# design 1

==> design_1/cell_density.png <==
(3 px per um) The die is cut into 10 by 18 equal tiles; dark blue is low, red is high, 0 to 100% covered.
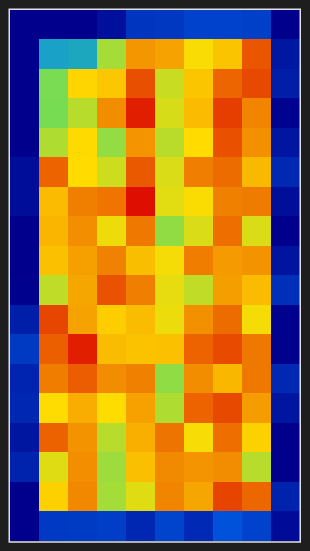

`config.mk`:
```
export PLATFORM = sky130hd
export DESIGN_NAME = addsub
export DESIGN_NICKNAME = d
export VERILOG_FILES = /design/src/rtl/addsub.sv
export SDC_FILE = /design/constraint.sdc
export NUM_CORES = 1
export LEC_CHECK = 0
export CORE_ASPECT_RATIO = 2
export CORE_MARGIN = 8
export CORE_UTILIZATION = 45
export DETAILED_ROUTE_END_ITERATION = 16
export PLACE_DENSITY_LB_ADDON = 0.1
export RECOVER_POWER = 25
export SLEW_MARGIN = 20
export SYNTH_ARGS = -nofsm -noshare
export SYNTH_HDL_FRONTEND = slang
export SYNTH_SLANG_ARGS = --single-unit
```
`constraint.sdc`:
```
create_clock -name clk -period 0.9 [get_ports clk]
set_clock_uncertainty 0.1 [all_clocks]
set_input_delay 0.135 -clock clk [delete_from_list [all_inputs] [get_ports clk]]
set_output_delay 0.135 -clock clk [all_outputs]
set_load 0.01 [all_outputs]
```
`src/rtl/addsub.sv`:
```
// BF16 adder/subtractor with round-to-nearest-even, flush-to-zero on subnormal inputs and outputs.
// Combinational datapath into a single output register; one result per accepted operand pair.
module addsub (
  input  logic        clk,
  input  logic        rst_n,
  input  logic        in_valid,
  input  logic [15:0] a,
  input  logic [15:0] b,
  input  logic        operation,
  output logic        out_valid,
  output logic [15:0] result
);

  typedef struct packed {
    logic       sign;
    logic [7:0] exp;
    logic [6:0] frac;
  } bf16_t;

  bf16_t opa, opb, x, y;
  logic  a_nan, b_nan, a_inf, b_inf, a_zero, b_zero;

  assign opa = a;
  assign opb = {b[15] ^ operation, b[14:0]};

  assign a_zero = (opa.exp == 8'h00);
  assign b_zero = (opb.exp == 8'h00);
  assign a_inf  = (opa.exp == 8'hFF) && (opa.frac == 7'd0);
  assign b_inf  = (opb.exp == 8'hFF) && (opb.frac == 7'd0);
  assign a_nan  = (opa.exp == 8'hFF) && (opa.frac != 7'd0);
  assign b_nan  = (opb.exp == 8'hFF) && (opb.frac != 7'd0);

  // X is the larger magnitude; exp-then-frac ordering equals the raw 15-bit compare
  always_comb begin
    if (opa[14:0] >= opb[14:0]) begin
      x = opa;
      y = opb;
    end else begin
      x = opb;
      y = opa;
    end
  end

  logic [7:0]  ediff;
  logic [10:0] xm, ym, yal;
  logic [21:0] ysh;
  logic        eff_sub;
  logic [11:0] sum;

  assign ediff   = x.exp - y.exp;
  assign xm      = {1'b1, x.frac, 3'b000};
  assign ym      = {1'b1, y.frac, 3'b000};
  assign ysh     = {ym, 11'd0} >> ediff[3:0];
  assign yal     = (ediff >= 8'd11) ? 11'd1 : {ysh[21:12], ysh[11] | (|ysh[10:0])};
  assign eff_sub = x.sign ^ y.sign;
  assign sum     = eff_sub ? ({1'b0, xm} - {1'b0, yal}) : ({1'b0, xm} + {1'b0, yal});

  logic [3:0] lz;
  always_comb begin
    lz = 4'd11;
    for (int i = 0; i < 11; i++)
      if (sum[i]) lz = 4'(10 - i);
  end

  logic [10:0]       nm;
  logic signed [9:0] ne;
  always_comb begin
    nm = sum[10:0];
    ne = $signed({2'b00, x.exp});
    if (!eff_sub && sum[11]) begin
      nm = {sum[11:2], sum[1] | sum[0]};
      ne = ne + 10'sd1;
    end else if (eff_sub) begin
      nm = sum[10:0] << lz;
      ne = ne - $signed({6'd0, lz});
    end
  end

  // nm = {hidden, frac[6:0], guard, round, sticky}
  logic              up;
  logic [8:0]        rm;
  logic signed [9:0] re;
  logic [6:0]        rfrac;
  assign up    = nm[2] & (nm[1] | nm[0] | nm[3]);
  assign rm    = {1'b0, nm[10:3]} + {8'd0, up};
  assign re    = rm[8] ? (ne + 10'sd1) : ne;
  assign rfrac = rm[8] ? rm[7:1] : rm[6:0];

  logic [15:0] fin, f;
  always_comb begin
    if (eff_sub && (sum == 12'd0))
      fin = 16'h0000;
    else if (re >= 10'sd255)
      fin = {x.sign, 8'hFF, 7'd0};
    else if (re <= 10'sd0)
      fin = {x.sign, 15'd0};
    else
      fin = {x.sign, re[7:0], rfrac};
  end

  always_comb begin
    if (a_nan || b_nan)
      f = 16'h7FC0;
    else if (a_inf && b_inf)
      f = (opa.sign == opb.sign) ? opa : 16'h7FC0;
    else if (a_inf)
      f = opa;
    else if (b_inf)
      f = opb;
    else if (a_zero && b_zero)
      f = {opa.sign & opb.sign, 15'd0};
    else if (a_zero)
      f = opb;
    else if (b_zero)
      f = opa;
    else
      f = fin;
  end

  always_ff @(posedge clk or negedge rst_n) begin
    if (!rst_n) begin
      result    <= 16'h0000;
      out_valid <= 1'b0;
    end else begin
      out_valid <= in_valid;
      if (in_valid) result <= f;
    end
  end

endmodule

```
# design 2

==> src/rtl/snake_pkg.sv <==
// Shared types and helpers for the snake body tracker: direction codes,
// FSM state encoding and default playfield size.
package snake_pkg;

    localparam int unsigned DEF_GRID_W = 32;
    localparam int unsigned DEF_GRID_H = 24;

    typedef enum logic [1:0] {
        DIR_UP    = 2'd0,
        DIR_RIGHT = 2'd1,
        DIR_DOWN  = 2'd2,
        DIR_LEFT  = 2'd3
    } dir_e;

    typedef enum logic [1:0] {
        ST_WAIT = 2'd0,
        ST_MOVE = 2'd1,
        ST_SCAN = 2'd2,
        ST_DEAD = 2'd3
    } state_e;

    // Opposite directions differ only in the upper code bit.
    function automatic logic [1:0] opposite_dir(input logic [1:0] d);
        return d ^ 2'b10;
    endfunction

endpackage

==> src/rtl/snake_next_head.sv <==
// Next head position for one step in a direction, with wall detection done
// before the add/subtract so coordinates never wrap.
module snake_next_head
    import snake_pkg::*;
#(
    parameter int unsigned GRID_W = DEF_GRID_W,
    parameter int unsigned GRID_H = DEF_GRID_H,
    parameter int unsigned XW     = 5,
    parameter int unsigned YW     = 5
) (
    input  logic [XW-1:0] x_i,
    input  logic [YW-1:0] y_i,
    input  logic [1:0]    dir_i,
    output logic [XW-1:0] next_x_o,
    output logic [YW-1:0] next_y_o,
    output logic          wall_hit_o
);

    localparam logic [XW-1:0] X_MAX = XW'(GRID_W - 1);
    localparam logic [YW-1:0] Y_MAX = YW'(GRID_H - 1);

    always_comb begin
        next_x_o   = x_i;
        next_y_o   = y_i;
        wall_hit_o = 1'b0;
        case (dir_i)
            DIR_UP: begin
                if (y_i == '0) wall_hit_o = 1'b1;
                else           next_y_o   = y_i - YW'(1);
            end
            DIR_RIGHT: begin
                if (x_i == X_MAX) wall_hit_o = 1'b1;
                else              next_x_o   = x_i + XW'(1);
            end
            DIR_DOWN: begin
                if (y_i == Y_MAX) wall_hit_o = 1'b1;
                else              next_y_o   = y_i + YW'(1);
            end
            default: begin
                if (x_i == '0) wall_hit_o = 1'b1;
                else           next_x_o   = x_i - XW'(1);
            end
        endcase
    end

endmodule

==> src/rtl/snake_body_tracker.sv <==
// Snake head/body position tracker: moves one cell per tick, grows on apples,
// detects wall and self collision, and streams the body after every move.
module snake_body_tracker
    import snake_pkg::*;
#(
    parameter int unsigned MAX_LEN  = 16,
    parameter int unsigned INIT_LEN = 3,
    parameter int unsigned GRID_W   = DEF_GRID_W,
    parameter int unsigned GRID_H   = DEF_GRID_H,
    parameter int unsigned XW       = 5,
    parameter int unsigned YW       = 5,
    localparam int unsigned IW      = $clog2(MAX_LEN),
    localparam int unsigned LW      = IW + 1
) (
    input  logic          clk,
    input  logic          reset,
    input  logic          move_tick,
    input  logic [1:0]    dir_in,
    input  logic          apple_eaten,
    output logic [XW-1:0] headX,
    output logic [YW-1:0] headY,
    output logic [XW-1:0] bodyX,
    output logic [YW-1:0] bodyY,
    output logic          body_valid,
    output logic [IW-1:0] body_idx,
    output logic [LW-1:0] length,
    output logic          busy,
    output logic          game_over
);

    state_e        state_q, state_d;
    logic [XW-1:0] seg_x_q [MAX_LEN];
    logic [XW-1:0] seg_x_d [MAX_LEN];
    logic [YW-1:0] seg_y_q [MAX_LEN];
    logic [YW-1:0] seg_y_d [MAX_LEN];
    logic [LW-1:0] len_q, len_d;
    logic [IW-1:0] idx_q, idx_d;
    logic [1:0]    cur_dir_q, cur_dir_d;
    logic [1:0]    pend_dir_q, pend_dir_d;
    logic [1:0]    mv_dir_q, mv_dir_d;
    logic          grow_q, grow_d;
    logic [XW-1:0] nxt_x_q, nxt_x_d;
    logic [YW-1:0] nxt_y_q, nxt_y_d;

    logic [XW-1:0] nh_x;
    logic [YW-1:0] nh_y;
    logic          nh_wall;
    logic          scan_hit;
    logic          scan_last;
    logic          busy_c;
    logic          body_valid_c;
    logic          game_over_c;

    snake_next_head #(
        .GRID_W (GRID_W),
        .GRID_H (GRID_H),
        .XW     (XW),
        .YW     (YW)
    ) u_next_head (
        .x_i        (seg_x_q[0]),
        .y_i        (seg_y_q[0]),
        .dir_i      (pend_dir_q),
        .next_x_o   (nh_x),
        .next_y_o   (nh_y),
        .wall_hit_o (nh_wall)
    );

    assign scan_hit  = (seg_x_q[idx_q] == seg_x_q[0]) && (seg_y_q[idx_q] == seg_y_q[0]);
    assign scan_last = (LW'(idx_q) == (len_q - LW'(1)));

    always_ff @(posedge clk) begin
        if (reset) state_q <= ST_WAIT;
        else       state_q <= state_d;
    end

    always_comb begin
        state_d = state_q;
        case (state_q)
            ST_WAIT: begin
                if (move_tick) state_d = nh_wall ? ST_DEAD : ST_MOVE;
            end
            ST_MOVE: state_d = ST_SCAN;
            ST_SCAN: begin
                if (scan_hit)       state_d = ST_DEAD;
                else if (scan_last) state_d = ST_WAIT;
            end
            default: state_d = ST_DEAD;
        endcase
    end

    always_comb begin
        busy_c       = 1'b0;
        body_valid_c = 1'b0;
        game_over_c  = 1'b0;
        case (state_q)
            ST_MOVE: busy_c = 1'b1;
            ST_SCAN: begin
                busy_c       = 1'b1;
                body_valid_c = 1'b1;
            end
            ST_DEAD: game_over_c = 1'b1;
            default: ;
        endcase
    end

    // Datapath next-state: direction latch, move capture, shift commit, scan index.
    always_comb begin
        seg_x_d    = seg_x_q;
        seg_y_d    = seg_y_q;
        len_d      = len_q;
        idx_d      = idx_q;
        cur_dir_d  = cur_dir_q;
        pend_dir_d = pend_dir_q;
        mv_dir_d   = mv_dir_q;
        nxt_x_d    = nxt_x_q;
        nxt_y_d    = nxt_y_q;
        grow_d     = grow_q | apple_eaten;

        if ((state_q != ST_DEAD) && (dir_in != opposite_dir(cur_dir_q))) begin
            pend_dir_d = dir_in;
        end

        case (state_q)
            ST_WAIT: begin
                if (move_tick && !nh_wall) begin
                    nxt_x_d  = nh_x;
                    nxt_y_d  = nh_y;
                    mv_dir_d = pend_dir_q;
                end
            end
            ST_MOVE: begin
                for (int unsigned i = 1; i < MAX_LEN; i++) begin
                    seg_x_d[i] = seg_x_q[i-1];
                    seg_y_d[i] = seg_y_q[i-1];
                end
                seg_x_d[0] = nxt_x_q;
                seg_y_d[0] = nxt_y_q;
                // An apple arriving on the commit cycle still counts for this move.
                if ((grow_q || apple_eaten) && (len_q < LW'(MAX_LEN))) begin
                    len_d = len_q + LW'(1);
                end
                grow_d    = 1'b0;
                cur_dir_d = mv_dir_q;
                idx_d     = IW'(1);
            end
            ST_SCAN: begin
                if (!scan_hit && !scan_last) idx_d = idx_q + IW'(1);
            end
            default: ;
        endcase
    end

    always_ff @(posedge clk) begin
        if (reset) begin
            for (int unsigned i = 0; i < MAX_LEN; i++) begin
                seg_x_q[i] <= (i < INIT_LEN) ? XW'(GRID_W / 2 - i) : '0;
                seg_y_q[i] <= (i < INIT_LEN) ? YW'(GRID_H / 2) : '0;
            end
            len_q      <= LW'(INIT_LEN);
            idx_q      <= '0;
            cur_dir_q  <= DIR_RIGHT;
            pend_dir_q <= DIR_RIGHT;
            mv_dir_q   <= DIR_RIGHT;
            grow_q     <= 1'b0;
            nxt_x_q    <= '0;
            nxt_y_q    <= '0;
        end else begin
            seg_x_q    <= seg_x_d;
            seg_y_q    <= seg_y_d;
            len_q      <= len_d;
            idx_q      <= idx_d;
            cur_dir_q  <= cur_dir_d;
            pend_dir_q <= pend_dir_d;
            mv_dir_q   <= mv_dir_d;
            grow_q     <= grow_d;
            nxt_x_q    <= nxt_x_d;
            nxt_y_q    <= nxt_y_d;
        end
    end

    assign headX      = seg_x_q[0];
    assign headY      = seg_y_q[0];
    assign bodyX      = seg_x_q[idx_q];
    assign bodyY      = seg_y_q[idx_q];
    assign body_idx   = idx_q;
    assign length     = len_q;
    assign busy       = busy_c;
    assign body_valid = body_valid_c;
    assign game_over  = game_over_c;

endmodule

==> config.mk <==
export PLATFORM = sky130hd
export DESIGN_NAME = snake_body_tracker
export DESIGN_NICKNAME = d
export VERILOG_FILES = /design/src/rtl/snake_pkg.sv /design/src/rtl/snake_next_head.sv /design/src/rtl/snake_body_tracker.sv
export SDC_FILE = /design/constraint.sdc
export NUM_CORES = 1
export LEC_CHECK = 0
export CORE_MARGIN = 2
export CORE_UTILIZATION = 39
export DETAILED_ROUTE_END_ITERATION = 10
export PLACE_DENSITY = 0.55
export SLEW_MARGIN = 20
export SYNTH_ARGS = -nofsm -noshare
export SYNTH_HDL_FRONTEND = slang
export SYNTH_HIERARCHICAL = 1
export SYNTH_SLANG_ARGS = --single-unit
==> constraint.sdc <==
create_clock -name clk -period 3 [get_ports clk]
set_input_delay 0.3 -clock clk [delete_from_list [all_inputs] [get_ports clk]]
set_output_delay 0.3 -clock clk [all_outputs]
set_load 0.005 [all_outputs]
# design 3

### config.mk
export PLATFORM = sky130hd
export DESIGN_NAME = mem_access_unit
export DESIGN_NICKNAME = d
export VERILOG_FILES = /design/src/rtl/mem_if_pkg.sv /design/src/rtl/mem_timeout_ctr.sv /design/src/rtl/mem_access_unit.sv
export SDC_FILE = /design/constraint.sdc
export NUM_CORES = 1
export LEC_CHECK = 0
export CAP_MARGIN = 20
export CELL_PAD_IN_SITES_DETAIL_PLACEMENT = 1
export CELL_PAD_IN_SITES_GLOBAL_PLACEMENT = 2
export CORE_ASPECT_RATIO = 2
export CORE_UTILIZATION = 24
export DETAILED_ROUTE_END_ITERATION = 12
export GPL_ROUTABILITY_DRIVEN = 0
export PLACE_DENSITY_LB_ADDON = 0.05
export SETUP_SLACK_MARGIN = 0.05
export SLEW_MARGIN = 20
export SYNTH_ARGS = -nofsm -noshare
export SYNTH_HDL_FRONTEND = slang
export SYNTH_SLANG_ARGS = --single-unit
export TNS_END_PERCENT = 50
### constraint.sdc
create_clock -name clk -period 2.5 [get_ports clk]
set_input_delay 0.25 -clock clk [delete_from_list [all_inputs] [get_ports clk]]
set_output_delay 0.25 -clock clk [all_outputs]
set_load 0.05 [all_outputs]
### src/rtl/mem_if_pkg.sv
// Shared memory-interface definitions: control-unit opcodes/states, memory FSM states, timeout default.
// Pure declarations, no logic and no latency.
package mem_if_pkg;

    localparam int unsigned TIMEOUT_DEFAULT = 255;

    typedef enum logic [6:0] {
        OP_LOAD   = 7'b0000011,
        OP_OPIMM  = 7'b0010011,
        OP_STORE  = 7'b0100011,
        OP_OP     = 7'b0110011,
        OP_BRANCH = 7'b1100011,
        OP_JAL    = 7'b1101111
    } opcode_e;

    typedef enum logic [2:0] {
        CU_FETCH,
        CU_DECODE,
        CU_EXEC,
        CU_MEM,
        CU_WB
    } cu_state_e;

    typedef enum logic [1:0] {
        MS_IDLE,
        MS_REQ,
        MS_WAIT,
        MS_DONE
    } mem_state_e;

    // Transaction fields frozen at capture time.
    typedef struct packed {
        logic [31:0] addr;
        logic [31:0] wdata;
        logic        we;
        logic        to_ir;
    } mem_txn_t;

    function automatic logic word_aligned(input logic [1:0] lsb);
        return lsb == 2'b00;
    endfunction

endpackage

### src/rtl/mem_timeout_ctr.sv
// Counts cycles while enabled; flags expiry in the TIMEOUT-th enabled cycle.
// Expiry is combinational on the count; clear has priority over enable.
// No backpressure: the owner decides when to clear.
module mem_timeout_ctr #(
    parameter int unsigned TIMEOUT = 255
) (
    input  logic clk,
    input  logic reset,
    input  logic enable,
    input  logic clear,
    output logic expired
);

    logic [7:0] cnt_q;
    logic [7:0] cnt_d;

    assign expired = enable && (cnt_q == 8'(TIMEOUT - 1));

    always_comb begin
        cnt_d = cnt_q;
        if (clear) begin
            cnt_d = '0;
        end else if (enable && !expired) begin
            cnt_d = cnt_q + 8'd1;
        end
    end

    always_ff @(posedge clk) begin
        if (!reset) begin
            cnt_q <= '0;
        end else begin
            cnt_q <= cnt_d;
        end
    end

endmodule

### src/rtl/mem_access_unit.sv
// Multicycle-CPU memory port: captures one load/store, runs req/gnt then rvalid, fills ir or mdr.
// Latency: read >= 3 cycles (capture, gnt, rvalid), write >= 2; DONE lasts one cycle.
// Backpressure: mem_stall holds the control unit until DONE; mem_req held until mem_gnt or timeout.
module mem_access_unit
    import mem_if_pkg::*;
#(
    parameter int unsigned TIMEOUT = TIMEOUT_DEFAULT
) (
    input  logic        clk,
    input  logic        reset,
    input  logic        mem_read,
    input  logic        mem_write,
    input  logic        i_or_d,
    input  logic        ir_write,
    input  logic [31:0] pc,
    input  logic [31:0] alu_out,
    input  logic [31:0] b_data,
    output logic        mem_req,
    output logic        mem_we,
    output logic [31:0] mem_addr,
    output logic [31:0] mem_wdata,
    input  logic        mem_gnt,
    input  logic        mem_rvalid,
    input  logic [31:0] mem_rdata,
    output logic [31:0] ir,
    output logic [31:0] mdr,
    output logic        mem_stall,
    output logic        mem_err
);

    mem_state_e  state_q,   state_d;
    mem_txn_t    txn_q,     txn_d;
    logic        mem_req_q, mem_req_d;
    logic        mem_we_q,  mem_we_d;
    logic [31:0] ir_q,      ir_d;
    logic [31:0] mdr_q,     mdr_d;
    logic        err_q,     err_d;

    logic [31:0] sel_addr;
    logic        tmo_en;
    logic        tmo_expired;

    assign tmo_en = (state_q == MS_REQ) || (state_q == MS_WAIT);

    mem_timeout_ctr #(
        .TIMEOUT (TIMEOUT)
    ) u_tmo (
        .clk     (clk),
        .reset   (reset),
        .enable  (tmo_en),
        .clear   (!tmo_en),
        .expired (tmo_expired)
    );

    assign sel_addr  = i_or_d ? alu_out : pc;
    assign mem_stall = (mem_read || mem_write) && (state_q != MS_DONE);

    assign mem_req   = mem_req_q;
    assign mem_we    = mem_we_q;
    assign mem_addr  = txn_q.addr;
    assign mem_wdata = txn_q.wdata;
    assign ir        = ir_q;
    assign mdr       = mdr_q;
    assign mem_err   = err_q;

    always_comb begin
        state_d   = state_q;
        txn_d     = txn_q;
        mem_req_d = mem_req_q;
        mem_we_d  = mem_we_q;
        ir_d      = ir_q;
        mdr_d     = mdr_q;
        err_d     = err_q;

        unique case (state_q)
            MS_IDLE: begin
                if (mem_read && mem_write) begin
                    err_d   = 1'b1;
                    state_d = MS_DONE;
                end else if (mem_read || mem_write) begin
                    if (!word_aligned(sel_addr[1:0])) begin
                        err_d   = 1'b1;
                        state_d = MS_DONE;
                    end else begin
                        txn_d.addr  = sel_addr;
                        txn_d.wdata = b_data;
                        txn_d.we    = mem_write;
                        txn_d.to_ir = ir_write;
                        mem_req_d   = 1'b1;
                        mem_we_d    = mem_write;
                        state_d     = MS_REQ;
                    end
                end
            end
            MS_REQ: begin
                // A write finishes on gnt even in the expiring cycle; a read still owes rvalid, so expiry wins.
                if (mem_gnt && txn_q.we) begin
                    mem_req_d = 1'b0;
                    mem_we_d  = 1'b0;
                    state_d   = MS_DONE;
                end else if (tmo_expired) begin
                    mem_req_d = 1'b0;
                    mem_we_d  = 1'b0;
                    err_d     = 1'b1;
                    state_d   = MS_DONE;
                end else if (mem_gnt) begin
                    mem_req_d = 1'b0;
                    mem_we_d  = 1'b0;
                    state_d   = MS_WAIT;
                end
            end
            MS_WAIT: begin
                if (mem_rvalid) begin
                    if (txn_q.to_ir) begin
                        ir_d = mem_rdata;
                    end else begin
                        mdr_d = mem_rdata;
                    end
                    state_d = MS_DONE;
                end else if (tmo_expired) begin
                    err_d   = 1'b1;
                    state_d = MS_DONE;
                end
            end
            MS_DONE: begin
                state_d = MS_IDLE;
            end
            default: begin
                state_d = MS_IDLE;
            end
        endcase
    end

    always_ff @(posedge clk) begin
        if (!reset) begin
            state_q   <= MS_IDLE;
            txn_q     <= '0;
            mem_req_q <= 1'b0;
            mem_we_q  <= 1'b0;
            ir_q      <= '0;
            mdr_q     <= '0;
            err_q     <= 1'b0;
        end else begin
            state_q   <= state_d;
            txn_q     <= txn_d;
            mem_req_q <= mem_req_d;
            mem_we_q  <= mem_we_d;
            ir_q      <= ir_d;
            mdr_q     <= mdr_d;
            err_q     <= err_d;
        end
    end

endmodule

# design 4

**src/rtl/ram_seq_master.sv**
```systemverilog
// ----------------------------------------------------------------------------
// ram_seq_master
//
// Command-driven initiator for a 2^ADDR_W x DATA_W single-port RAM whose write
// port is sampled on the rising edge and whose read data is combinational
// while the write enable is low. One command is accepted at a time over a
// valid/ready handshake and is executed as one of:
//   fill : write a pattern byte over a region
//   copy : forward-order byte copy, alternating read and write cycles
//   sum  : 8-bit wrapping sum over a region
// All region addresses wrap modulo the RAM depth.
//
// Ports
//   clk_i          clock, all state changes on the rising edge
//   rst_i          synchronous active-high reset
//   cmd_valid_i    command present
//   cmd_ready_o    idle, command accepted on cmd_valid_i && cmd_ready_o
//   cmd_op_i       0 fill, 1 copy, 2 sum, 3 illegal
//   cmd_src_i      source start address (copy, sum)
//   cmd_dst_i      destination start address (fill, copy)
//   cmd_len_i      byte count, 0..2^ADDR_W legal
//   cmd_pattern_i  fill byte
//   busy_o         inverse of cmd_ready_o
//   done_o         one-cycle completion pulse
//   err_o          valid with done_o, 1 = command rejected
//   result_o       sum result, held until a later sum completes
//   mem_wena_o     RAM write enable
//   mem_addr_o     RAM address
//   mem_wdata_o    RAM write data
//   mem_rdata_i    RAM read data
//
// Every output is a flop; the next output values are decoded from the
// next-state values so the RAM sees a clean address/enable for the whole cycle
// that the state register says it belongs to.
// ----------------------------------------------------------------------------
module ram_seq_master #(
    parameter int ADDR_W = 5,
    parameter int DATA_W = 8
) (
    input  logic              clk_i,
    input  logic              rst_i,
    input  logic              cmd_valid_i,
    output logic              cmd_ready_o,
    input  logic [1:0]        cmd_op_i,
    input  logic [ADDR_W-1:0] cmd_src_i,
    input  logic [ADDR_W-1:0] cmd_dst_i,
    input  logic [ADDR_W:0]   cmd_len_i,
    input  logic [DATA_W-1:0] cmd_pattern_i,
    output logic              busy_o,
    output logic              done_o,
    output logic              err_o,
    output logic [DATA_W-1:0] result_o,
    output logic              mem_wena_o,
    output logic [ADDR_W-1:0] mem_addr_o,
    output logic [DATA_W-1:0] mem_wdata_o,
    input  logic [DATA_W-1:0] mem_rdata_i
);

    // Length/index counters need one extra bit so that a full-depth length
    // is representable.
    localparam int LEN_W = ADDR_W + 1;

    localparam logic [1:0]        OP_FILL   = 2'd0;
    localparam logic [1:0]        OP_COPY   = 2'd1;
    localparam logic [1:0]        OP_SUM    = 2'd2;
    localparam logic [1:0]        OP_ILL    = 2'd3;

    localparam logic [LEN_W-1:0]  MAX_LEN   = {1'b1, {ADDR_W{1'b0}}};
    localparam logic [LEN_W-1:0]  LEN_ZERO  = {LEN_W{1'b0}};
    localparam logic [LEN_W-1:0]  LEN_ONE   = {{ADDR_W{1'b0}}, 1'b1};
    localparam logic [ADDR_W-1:0] ADDR_ZERO = {ADDR_W{1'b0}};
    localparam logic [DATA_W-1:0] DATA_ZERO = {DATA_W{1'b0}};

    typedef enum logic [2:0] {
        ST_IDLE  = 3'd0,
        ST_FILL  = 3'd1,
        ST_CP_RD = 3'd2,
        ST_CP_WR = 3'd3,
        ST_SUM   = 3'd4,
        ST_FIN   = 3'd5
    } state_e;

    // Region address: base plus byte index, wrapping at the top of the RAM.
    function automatic logic [ADDR_W-1:0] wrap_addr(
        input logic [ADDR_W-1:0] base,
        input logic [LEN_W-1:0]  idx
    );
        return base + idx[ADDR_W-1:0];
    endfunction

    // ------------------------------------------------------------------
    // Control and datapath registers
    // ------------------------------------------------------------------
    state_e              state_q,   state_d;
    logic [1:0]          op_q,      op_d;
    logic [ADDR_W-1:0]   src_q,     src_d;
    logic [ADDR_W-1:0]   dst_q,     dst_d;
    logic [LEN_W-1:0]    len_q,     len_d;
    logic [DATA_W-1:0]   pat_q,     pat_d;
    logic [LEN_W-1:0]    idx_q,     idx_d;
    logic [DATA_W-1:0]   buf_q,     buf_d;
    logic [DATA_W-1:0]   acc_q,     acc_d;
    logic                rej_q,     rej_d;
    // Address written in the previous cycle, valid only right after CP_WR.
    logic                wr_prev_q, wr_prev_d;
    logic [ADDR_W-1:0]   wr_addr_q, wr_addr_d;

    // Output registers
    logic                ready_q,   ready_d;
    logic                busy_q,    busy_d;
    logic                done_q,    done_d;
    logic                err_q,     err_d;
    logic [DATA_W-1:0]   result_q,  result_d;
    logic                wena_q,    wena_d;
    logic [ADDR_W-1:0]   addr_q,    addr_d;
    logic [DATA_W-1:0]   wdata_q,   wdata_d;

    logic                last_byte_s;
    logic                fwd_hit_s;

    // Next-state, index, copy buffer and accumulator logic.
    always_comb begin
        state_d   = state_q;
        op_d      = op_q;
        src_d     = src_q;
        dst_d     = dst_q;
        len_d     = len_q;
        pat_d     = pat_q;
        idx_d     = idx_q;
        buf_d     = buf_q;
        acc_d     = acc_q;
        rej_d     = rej_q;
        wr_prev_d = 1'b0;
        wr_addr_d = wr_addr_q;

        last_byte_s = (idx_q == (len_q - LEN_ONE));
        // The RAM read data does not refresh when the address is unchanged
        // after a write, so a read of the byte just written must come from
        // the copy buffer, which still holds that byte.
        fwd_hit_s   = wr_prev_q && (wrap_addr(src_q, idx_q) == wr_addr_q);

        case (state_q)
            ST_IDLE: begin
                if (cmd_valid_i) begin
                    op_d  = cmd_op_i;
                    src_d = cmd_src_i;
                    dst_d = cmd_dst_i;
                    len_d = cmd_len_i;
                    pat_d = cmd_pattern_i;
                    idx_d = LEN_ZERO;
                    acc_d = DATA_ZERO;
                    if ((cmd_op_i == OP_ILL) || (cmd_len_i > MAX_LEN)) begin
                        rej_d   = 1'b1;
                        state_d = ST_FIN;
                    end else if (cmd_len_i == LEN_ZERO) begin
                        rej_d   = 1'b0;
                        state_d = ST_FIN;
                    end else begin
                        rej_d = 1'b0;
                        case (cmd_op_i)
                            OP_FILL: state_d = ST_FILL;
                            OP_COPY: state_d = ST_CP_RD;
                            default: state_d = ST_SUM;
                        endcase
                    end
                end else begin
                    state_d = ST_IDLE;
                end
            end

            ST_FILL: begin
                if (last_byte_s) begin
                    state_d = ST_FIN;
                end else begin
                    idx_d   = idx_q + LEN_ONE;
                    state_d = ST_FILL;
                end
            end

            ST_CP_RD: begin
                buf_d   = fwd_hit_s ? buf_q : mem_rdata_i;
                state_d = ST_CP_WR;
            end

            ST_CP_WR: begin
                wr_prev_d = 1'b1;
                wr_addr_d = wrap_addr(dst_q, idx_q);
                if (last_byte_s) begin
                    state_d = ST_FIN;
                end else begin
                    idx_d   = idx_q + LEN_ONE;
                    state_d = ST_CP_RD;
                end
            end

            ST_SUM: begin
                acc_d = acc_q + mem_rdata_i;
                if (last_byte_s) begin
                    state_d = ST_FIN;
                end else begin
                    idx_d   = idx_q + LEN_ONE;
                    state_d = ST_SUM;
                end
            end

            ST_FIN: begin
                state_d = ST_IDLE;
            end

            default: begin
                state_d = ST_IDLE;
            end
        endcase
    end

    // Next output values, decoded from the state being entered.
    always_comb begin
        ready_d  = 1'b0;
        busy_d   = 1'b1;
        done_d   = 1'b0;
        err_d    = 1'b0;
        result_d = result_q;
        wena_d   = 1'b0;
        addr_d   = ADDR_ZERO;
        wdata_d  = DATA_ZERO;

        case (state_d)
            ST_IDLE: begin
                ready_d = 1'b1;
                busy_d  = 1'b0;
            end
            ST_FILL: begin
                wena_d  = 1'b1;
                addr_d  = wrap_addr(dst_d, idx_d);
                wdata_d = pat_d;
            end
            ST_CP_RD: begin
                addr_d = wrap_addr(src_d, idx_d);
            end
            ST_CP_WR: begin
                wena_d  = 1'b1;
                addr_d  = wrap_addr(dst_d, idx_d);
                wdata_d = buf_d;
            end
            ST_SUM: begin
                addr_d = wrap_addr(src_d, idx_d);
            end
            ST_FIN: begin
                done_d = 1'b1;
                err_d  = rej_d;
                // Only an accepted sum publishes a new result; a zero-length
                // sum publishes zero.
                if ((op_d == OP_SUM) && !rej_d) begin
                    result_d = acc_d;
                end else begin
                    result_d = result_q;
                end
            end
            default: begin
                ready_d = 1'b1;
                busy_d  = 1'b0;
            end
        endcase
    end

    // State, datapath and output registers with synchronous reset.
    always_ff @(posedge clk_i) begin
        if (rst_i) begin
            state_q   <= ST_IDLE;
            op_q      <= 2'd0;
            src_q     <= ADDR_ZERO;
            dst_q     <= ADDR_ZERO;
            len_q     <= LEN_ZERO;
            pat_q     <= DATA_ZERO;
            idx_q     <= LEN_ZERO;
            buf_q     <= DATA_ZERO;
            acc_q     <= DATA_ZERO;
            rej_q     <= 1'b0;
            wr_prev_q <= 1'b0;
            wr_addr_q <= ADDR_ZERO;
            ready_q   <= 1'b1;
            busy_q    <= 1'b0;
            done_q    <= 1'b0;
            err_q     <= 1'b0;
            result_q  <= DATA_ZERO;
            wena_q    <= 1'b0;
            addr_q    <= ADDR_ZERO;
            wdata_q   <= DATA_ZERO;
        end else begin
            state_q   <= state_d;
            op_q      <= op_d;
            src_q     <= src_d;
            dst_q     <= dst_d;
            len_q     <= len_d;
            pat_q     <= pat_d;
            idx_q     <= idx_d;
            buf_q     <= buf_d;
            acc_q     <= acc_d;
            rej_q     <= rej_d;
            wr_prev_q <= wr_prev_d;
            wr_addr_q <= wr_addr_d;
            ready_q   <= ready_d;
            busy_q    <= busy_d;
            done_q    <= done_d;
            err_q     <= err_d;
            result_q  <= result_d;
            wena_q    <= wena_d;
            addr_q    <= addr_d;
            wdata_q   <= wdata_d;
        end
    end

    assign cmd_ready_o = ready_q;
    assign busy_o      = busy_q;
    assign done_o      = done_q;
    assign err_o       = err_q;
    assign result_o    = result_q;
    assign mem_wena_o  = wena_q;
    assign mem_addr_o  = addr_q;
    assign mem_wdata_o = wdata_q;

endmodule

```
**config.mk**
```make
export PLATFORM = sky130hd
export DESIGN_NAME = ram_seq_master
export DESIGN_NICKNAME = d
export VERILOG_FILES = /design/src/rtl/ram_seq_master.sv
export SDC_FILE = /design/constraint.sdc
export NUM_CORES = 1
export LEC_CHECK = 0
export CAP_MARGIN = 15
export CORE_MARGIN = 2
export CORE_UTILIZATION = 35
export DETAILED_ROUTE_END_ITERATION = 10
export PLACE_DENSITY = 0.54
export SYNTH_ARGS = -nofsm -noshare
export SYNTH_HDL_FRONTEND = slang
export SYNTH_SLANG_ARGS = --single-unit
```
**constraint.sdc**
```tcl
create_clock -name clk_i -period 7.5 [get_ports clk_i]
set_clock_uncertainty 0.05 [all_clocks]
set_input_delay 1.5 -clock clk_i [delete_from_list [all_inputs] [get_ports clk_i]]
set_output_delay 1.5 -clock clk_i [all_outputs]
set_load 0.01 [all_outputs]
```
==> design_3/placement.png <==
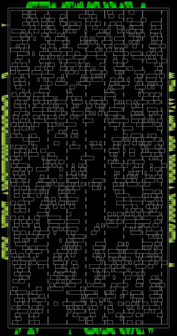
sequential cell area share: 30.0%
Fillers: 3,035
# rows: 84
flip-flops: 143

==> design_3/cell_density.png <==
(2 px per um) The die is cut into 12 by 23 equal tiles; dark blue is low, red is high, 0 to 100% covered.
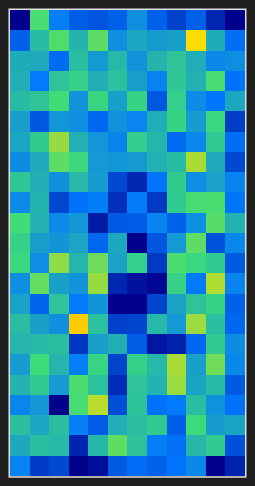
mean over tiles	33%
nearly empty tiles	3.3%
tiles over 75% full	0.40%
emptiest ninth of the die	centre
fullest tile	77%
Starting Density: 24.4%
post-layout utilization of the core: 36.4%

==> metrics.json, design 3 <==
{
  "outcome": {
    "outcome": "finished, final reports clean"
  },
  "detailed_routing": {
    "route.detailed.drc": 0,
    "ant_nets": 0,
    "first_pass_iters": 4
  },
  "grt": {
    "groute.usage.overall_pct": 15.8,
    "gr-total-overflow": 0,
    "antenna_found_initial": 1
  },
  "finish": {
    "final_cells": 1273,
    "nNonClkBuffers": 277,
    "inv_count": 8,
    "seq_cell_area_sq_um": 2860
  },
  "synth": {
    "ys_top_logic_family": "AND-OR/OR-AND gates",
    "synth_area_leader_cell": "sky130_fd_sc_hd__dfxtp_1",
    "yosys.area_share.adder_pct": 2.15,
    "xor_share_pct": 0.683,
    "synth-async-reset-ratio_pct": 0
  },
  "min_path": {
    "min_delay_path_depth": 2,
    "worst_hold_path_type": "in2reg"
  },
  "place": {
    "pre_cts_ws_ns": 0.260,
    "dpl_cell_area_sq_um": 8900
  },
  "timing": {
    "highest_clock_rate_mhz": 515,
    "setup_viol": 0,
    "max_slew.worst_pin.slew_ns": 0.673,
    "period_needed_ns": 1.94
  },
  "setup_path": {
    "crit_path_start_kind": "flop",
    "timing.reg2reg.worst_path_depth": 6,
    "crit_path_max_incr_delay_ns": 0.47
  },
  "pwr": {
    "power-per-cell-area_nw_per_um2": 763
  },
  "job": {
    "drv.max_cap_violation_count": 0
  },
  "floorplan": {
    "io_pins": 268,
    "core-area_sq_um": 26300
  }
}
-- design 3: final timing paths --
check                                    from              to  slack, ns
worst max-delay path               state_q[0]  u_tmo.cnt_q[7]       0.56
worst min-delay path                    reset    mem_addr[14]       0.15
worst max register to register     state_q[0]  u_tmo.cnt_q[7]       0.56
worst min register to register  mem_wdata[31]   mem_wdata[31]       0.46
-- design 3: metal layers --
metal / GRT usage [%] / share of wire [%] / vias up
met4: 8.53 / 3.1 / 0
met2: 30.1 / 55 / 190
met1: 15.3 / 36 / 2632
met5: 0 / 0 / -
met3: 4.39 / 5.8 / 31
li1: - / - / 2730
-- design 3: power by group --
part           internal (uW)  switching (uW)
sequential              2470             120
clock                   1800            1000
combinational            738            1160
total                   5010            2290
-- design 3: sequential cells by signal, indices dropped and copies added (netlist names) --
signal       flops
mem_err          1
mem_wdata       32
mem_addr        32
txn_q            2
ir              32
mem_req          1
state_q          2
u_tmo.cnt_q      8
mem_we           1
mdr             32
==> design_1/io_fan.png <==
(3 px per um)
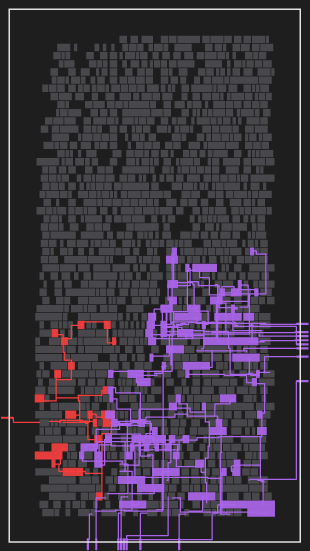
colour	port	direction	edge	end cells	wire
red	`in_valid`	input	left	23	225 um
purple	`a`	input	8 right, 8 bottom	85	1,910 um
number of top-level pins: 53
Port-buffer cells: 52

About design_1/cell_density.png:
densest ninth of the die	centre
fullest tile	98%
mean over tiles	58%
emptiest ninth of the die	upper left
tiles over 75% full	51%
post-layout utilization of the core: 78.4%
Starting Density: 45.4%
Core Region: 12,800 sq um

==> metrics.json, design 1 <==
{
  "timing": {
    "setup_viol": 33,
    "slew_viol_final": 0,
    "rsz0062_at_grt": "true",
    "fin_worst_hold_slack_ns": 0.230,
    "max_slew.worst_pin.slew_ns": 0.901,
    "timing.final.ws_setup_ns": -7.68,
    "period_needed_ns": 8.58
  },
  "synth": {
    "syn_area_sq_um": 5840,
    "xor_share_pct": 6.28,
    "muxShareOfSynthArea_pct": 6.65,
    "yosys_register_bits": 17,
    "yosys_warning_total": 0
  },
  "finish": {
    "nNetsFinal": 1308
  },
  "min_path": {
    "holdCritStartpoint": "b[14]",
    "worst_hold_path_type": "in2reg"
  },
  "setup_path": {
    "crit_slowest_cell": "sky130_fd_sc_hd__a2111oi_4",
    "path_delay_family": "AND-OR/OR-AND gates",
    "timing.reg2reg.worst_path_depth": 4,
    "crit_path_start_kind": "input pin",
    "path_max_fanout": 5,
    "crit_path_max_incr_delay_ns": 0.47,
    "buf_inv_on_cp": 6,
    "endpoint": "result[8]"
  },
  "detailed_routing": {
    "detail_route.wl_per_cell_um": 19.8,
    "detailroute.via_count": 8394,
    "route.detailed.drc": 0,
    "detail_route.wirelength.met1_um": 10600,
    "ant_nets": 0
  },
  "outcome": {
    "outcome": "complete, but fails checks",
    "failed_checks": "negative setup slack"
  },
  "place": {
    "dpl.hpwl_um": 20800,
    "dpl_cell_area_sq_um": 9040
  },
  "grt": {
    "grt_max_degree": 29,
    "antenna_found_initial": 0
  },
  "clocking": {
    "clock_sink_count": 17
  },
  "job": {
    "openroad.warnings": 36
  }
}
[design 1: per-stage QoR]
stage                     power [uW]  cells
after global routing           16500   1382
final                          15600   1382
after floorplan                 7320    852
after global placement         12800   1320
after detailed placement       12900   1320
after CTS                      14500   1365
[design 1: synth_stat cells, drive strengths merged (16+ instances only)]
cell type	instances	area share [%]
nor4	17	2.1
a21oi	64	5.6
nand3	32	2.8
clkbuf	30	2.0
mux2i	23	3.9
inv	49	3.2
a31oi	16	1.7
nor3	21	2.4
nor2	91	5.9
ha	39	8.4
dfrtp	17	7.3
nand2	92	5.9
a211oi	22	3.2
o21ai	59	5.2
xor2	16	2.4
xnor2	25	3.9
[design 1: power breakdown]
part / internal, uW / switching [uW]
Combinational: 6590 / 6960
Sequential: 1010 / 141
Clock: 600 / 265
[design 1: area by class of cell]
class / instances / area share, %
well taps: 152 / 1.89
repair buffers: 413 / 31.9
inverters: 49 / 2.27
clock buffers: 4 / 0.783
multi-input cells: 747 / 58.9
flip-flops and latches: 17 / 4.23
[design 1: repair_timing]
action,4_1_cts,5_1_grt
setup buffers,42,18
gates resized,264,87
hold buffers,0,0
setup endpoints to repair,33,33
pin swaps,92,78
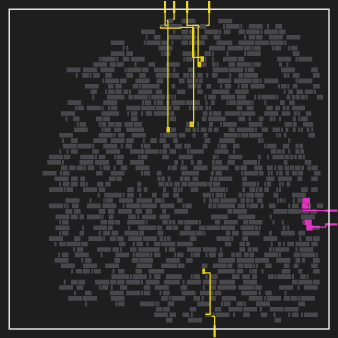
(design_2/io_fan.png)
(2 px per um)
colour	port	direction	edge	end cells	wire
magenta	`dir_in`	input	right	4	41.0 um
yellow	`bodyY`	output	4 top, 1 bottom	5	229 um
number of top-level pins: 38
Port-buffer cells: 37

==> metrics.json, design 2 <==
{
  "detailed_routing": {
    "drt_wl_total_um": 21000,
    "routed-wl-met2_um": 9350
  },
  "outcome": {
    "outcome": "finished, final reports clean"
  },
  "timing": {
    "period_needed_ns": 2.89,
    "max_slew.worst_pin.slew_ns": 0.891,
    "slew_viol_final": 0
  },
  "pwr": {
    "p_seq_uw": 2880,
    "power-top-group": "combinational logic"
  },
  "floorplan": {
    "floorplan.core_util_pct": 39.9
  },
  "place": {
    "dpl.hpwl_um": 13800
  },
  "setup_path": {
    "crit_path_start_kind": "flop"
  },
  "synth": {
    "synthDistinctLibCells": 71,
    "ys_seq_share_pct": 40.1
  },
  "grt": {
    "grt_max_degree": 91,
    "antenna_found_initial": 0
  },
  "finish": {
    "biggestRegsByFlops": "seg_x_q x75, seg_y_q x75"
  }
}
## design 2: path summary, 6_finish.rpt
kind / from / endpoint / cells past startpoint
setup / recovery: body_idx[1] / bodyX[1] / 5
hold / removal: reset / state_q[0] / 3
setup reg to reg: body_idx[1] / state_q[1] / 8
hold reg to reg: nxt_y_q[1] / nxt_y_q[1] / 2
## design 2: layout make-up
cell class,instances,area share (%)
clock buffer,18,4.12
clock inverter,14,1.39
inverter,16,0.599
multi-input combinational,675,48.7
sequential,188,35.4
tap,319,3.75
timing repair buffer,65,6.05
## design 2: per-stage QoR
step | hold slack (ns) | power (uW) | cells | setup WS [ns] | instance area (sq um)
after floorplan | 0.428 | 5280 | 959 | 0.553 | 9390
after global placement | 0.444 | 6090 | 1261 | 0.291 | 10000
after detailed placement | 0.446 | 6100 | 1261 | 0.297 | 10000
after CTS | 0.144 | 8380 | 1293 | 0.0141 | 10600
after global routing | 0.173 | 8740 | 1295 | 0.0145 | 10700
final | 0.171 | 8290 | 1295 | 0.105 | 10700
## design 2: kinds of logic after synthesis
| family | after synthesis |
|---|---|
| compound gates | 100 |
| xor+xnor | 26 |
| fa+ha+maj | 11 |
| buf+inv | 96 |
| flops | 188 |
| mux | 238 |
| simple gates | 300 |
==> design_4/sizes.png <==
(3 px per um)
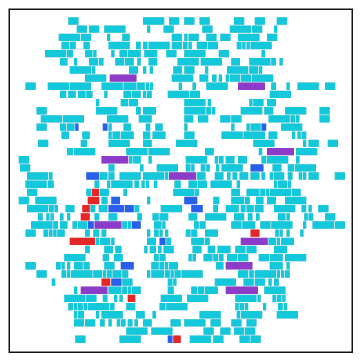
colour	size	cells
blue	_2 cells	16
red	_3 and _4 cells	9
purple	_6 and larger	10
cyan	_0 and _1 cells	504
design area: 5240 sq um
worst setup margin: 1.99 ns
synthesis-to-layout area growth: 24.2%
count of plain and timing-repair buffers in the layout: 66

==> metrics.json, design 4 <==
{
  "outcome": {
    "outcome": "finished, final reports clean"
  },
  "detailed_routing": {
    "met3RoutedLength_um": 272,
    "drt_wl_total_um": 10400,
    "detail_route.wl_per_cell_um": 15.2
  },
  "floorplan": {
    "dieHeight_um": 114,
    "floorplan.core_util_pct": 35.4,
    "io_pins": 63
  },
  "timing": {
    "highest_clock_rate_mhz": 181,
    "period_needed_ns": 5.51,
    "rsz0062_at_grt": "false"
  },
  "min_path": {
    "holdCritStartpoint": "op_q[0]",
    "worst_hold_path_type": "reg2reg"
  },
  "finish": {
    "clkbuf_count": 9,
    "post_layout_utilization_of_the_core_pct": 44.0,
    "area.share.sequential_pct": 32.1,
    "layout_top_cell_excl_fill_tap": "sky130_fd_sc_hd__dfxtp_1"
  },
  "place": {
    "pre_cts_ws_ns": 1.66
  },
  "setup_path": {
    "endpoint_kind": "flop",
    "critical_path_arrival_ns": 5.69
  },
  "pwr": {
    "p_total_uw": 1220
  },
  "job": {
    "drv.max_cap_violation_count": 0
  },
  "synth": {
    "floorplan.nets": 543
  }
}
==> design 4: sequential cells by signal, indices dropped and copies added (netlist names), 2 cells and up <==
signal / flops
pat_q: 8
result_o: 8
dst_q: 5
state_q: 3
mem_addr_o: 5
op_q: 2
src_q: 5
len_q: 6
mem_wdata_o: 8
buf_q: 8
idx_q: 6
wr_addr_q: 5
acc_q: 8
==> design 4: metal layers <==
| layer | up-vias | track usage, % |
|---|---|---|
| met1 | 1643 | 21.8 |
| met5 | - | 0 |
| met2 | 44 | 27.4 |
| met4 | 0 | 7.15 |
| li1 | 1782 | - |
| met3 | 14 | 2.87 |
==> design 4: where the power goes <==
group	internal, uW	switching [uW]
registers	478	23.4
logic	122	150
clock network	257	186
==> design 4: how the worst max path moves through the flow <==
stage | from | endpoint | slack (ns) | depth (start not counted)
floorplan | cmd_len_i[0] | mem_addr_o[4] | 2.48 | 17
global placement | cmd_len_i[0] | mem_addr_o[4] | 1.79 | 16
detailed placement | cmd_len_i[0] | mem_addr_o[4] | 1.66 | 16
CTS | cmd_len_i[0] | mem_addr_o[4] | 1.98 | 16
global route | cmd_len_i[0] | mem_addr_o[4] | 1.70 | 16
finish | cmd_len_i[0] | mem_addr_o[4] | 1.99 | 16


==> screenshots <==
Signal wires on met1.
shot_01.png
(4 px per um) Supply wires on this layer in grey. Cells faint in the background.
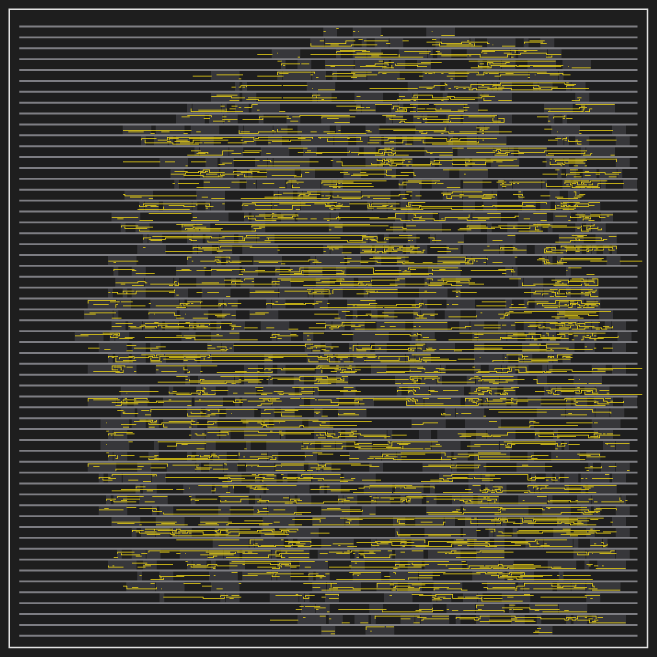
shot_02.png
(4 px per um) Supply wires on this layer in grey. Cells faint in the background.
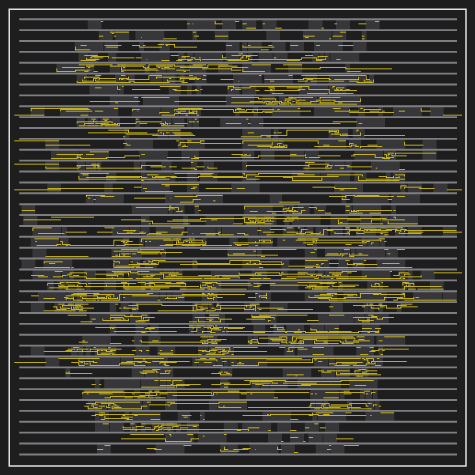
shot_03.png
(3 px per um) Supply wires on this layer in grey. Cells faint in the background.
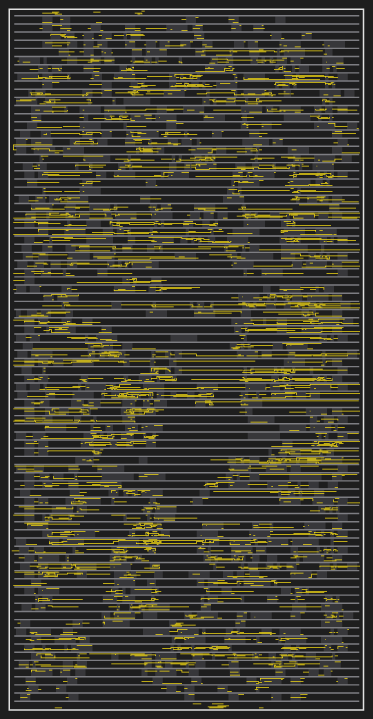
shot_04.png
(4 px per um) Supply wires on this layer in grey. Cells faint in the background.
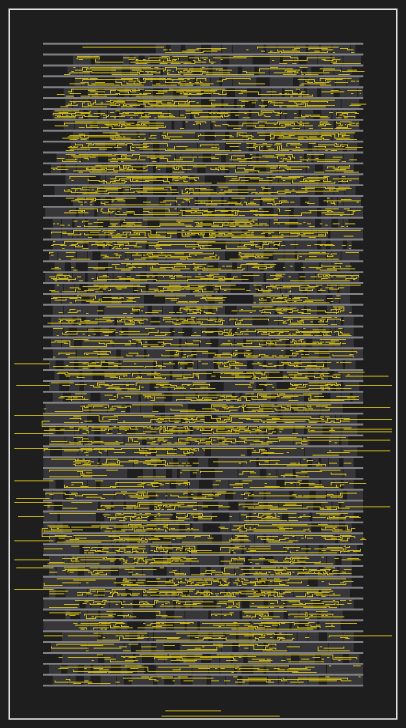
Of these, smallest die: shot_02.png
shot_04.png comes from design 1.
shot_03.png comes from design 3.
shot_01.png comes from design 2.
shot_02.png comes from design 4.

Key to shot_02.png:
main direction	horizontal
longest straight run	34.5 um
share of all routed wire	48%


==> gallery <==
Cell sizes after repair.
Plate I
(3 px per um)
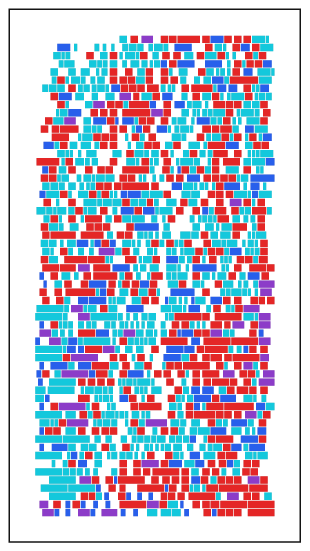
Plate II
(2 px per um)
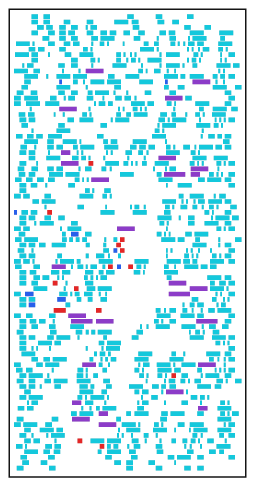
Plate III
(2 px per um)
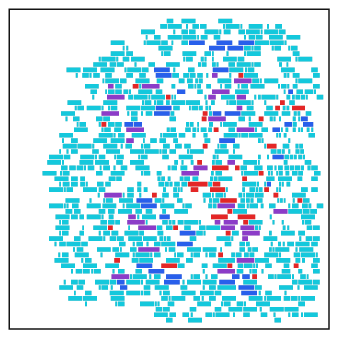
design 3 -> Plate II
design 2 -> Plate III
design 1 -> Plate I

Key to Plate II:
colour	size	cells
cyan	_0 and _1 cells	876
blue	_2 cells	9
purple	_6 and larger	28
red	_3 and _4 cells	14

Power figures rest on the tool's default switching activity, not on a simulated workload.
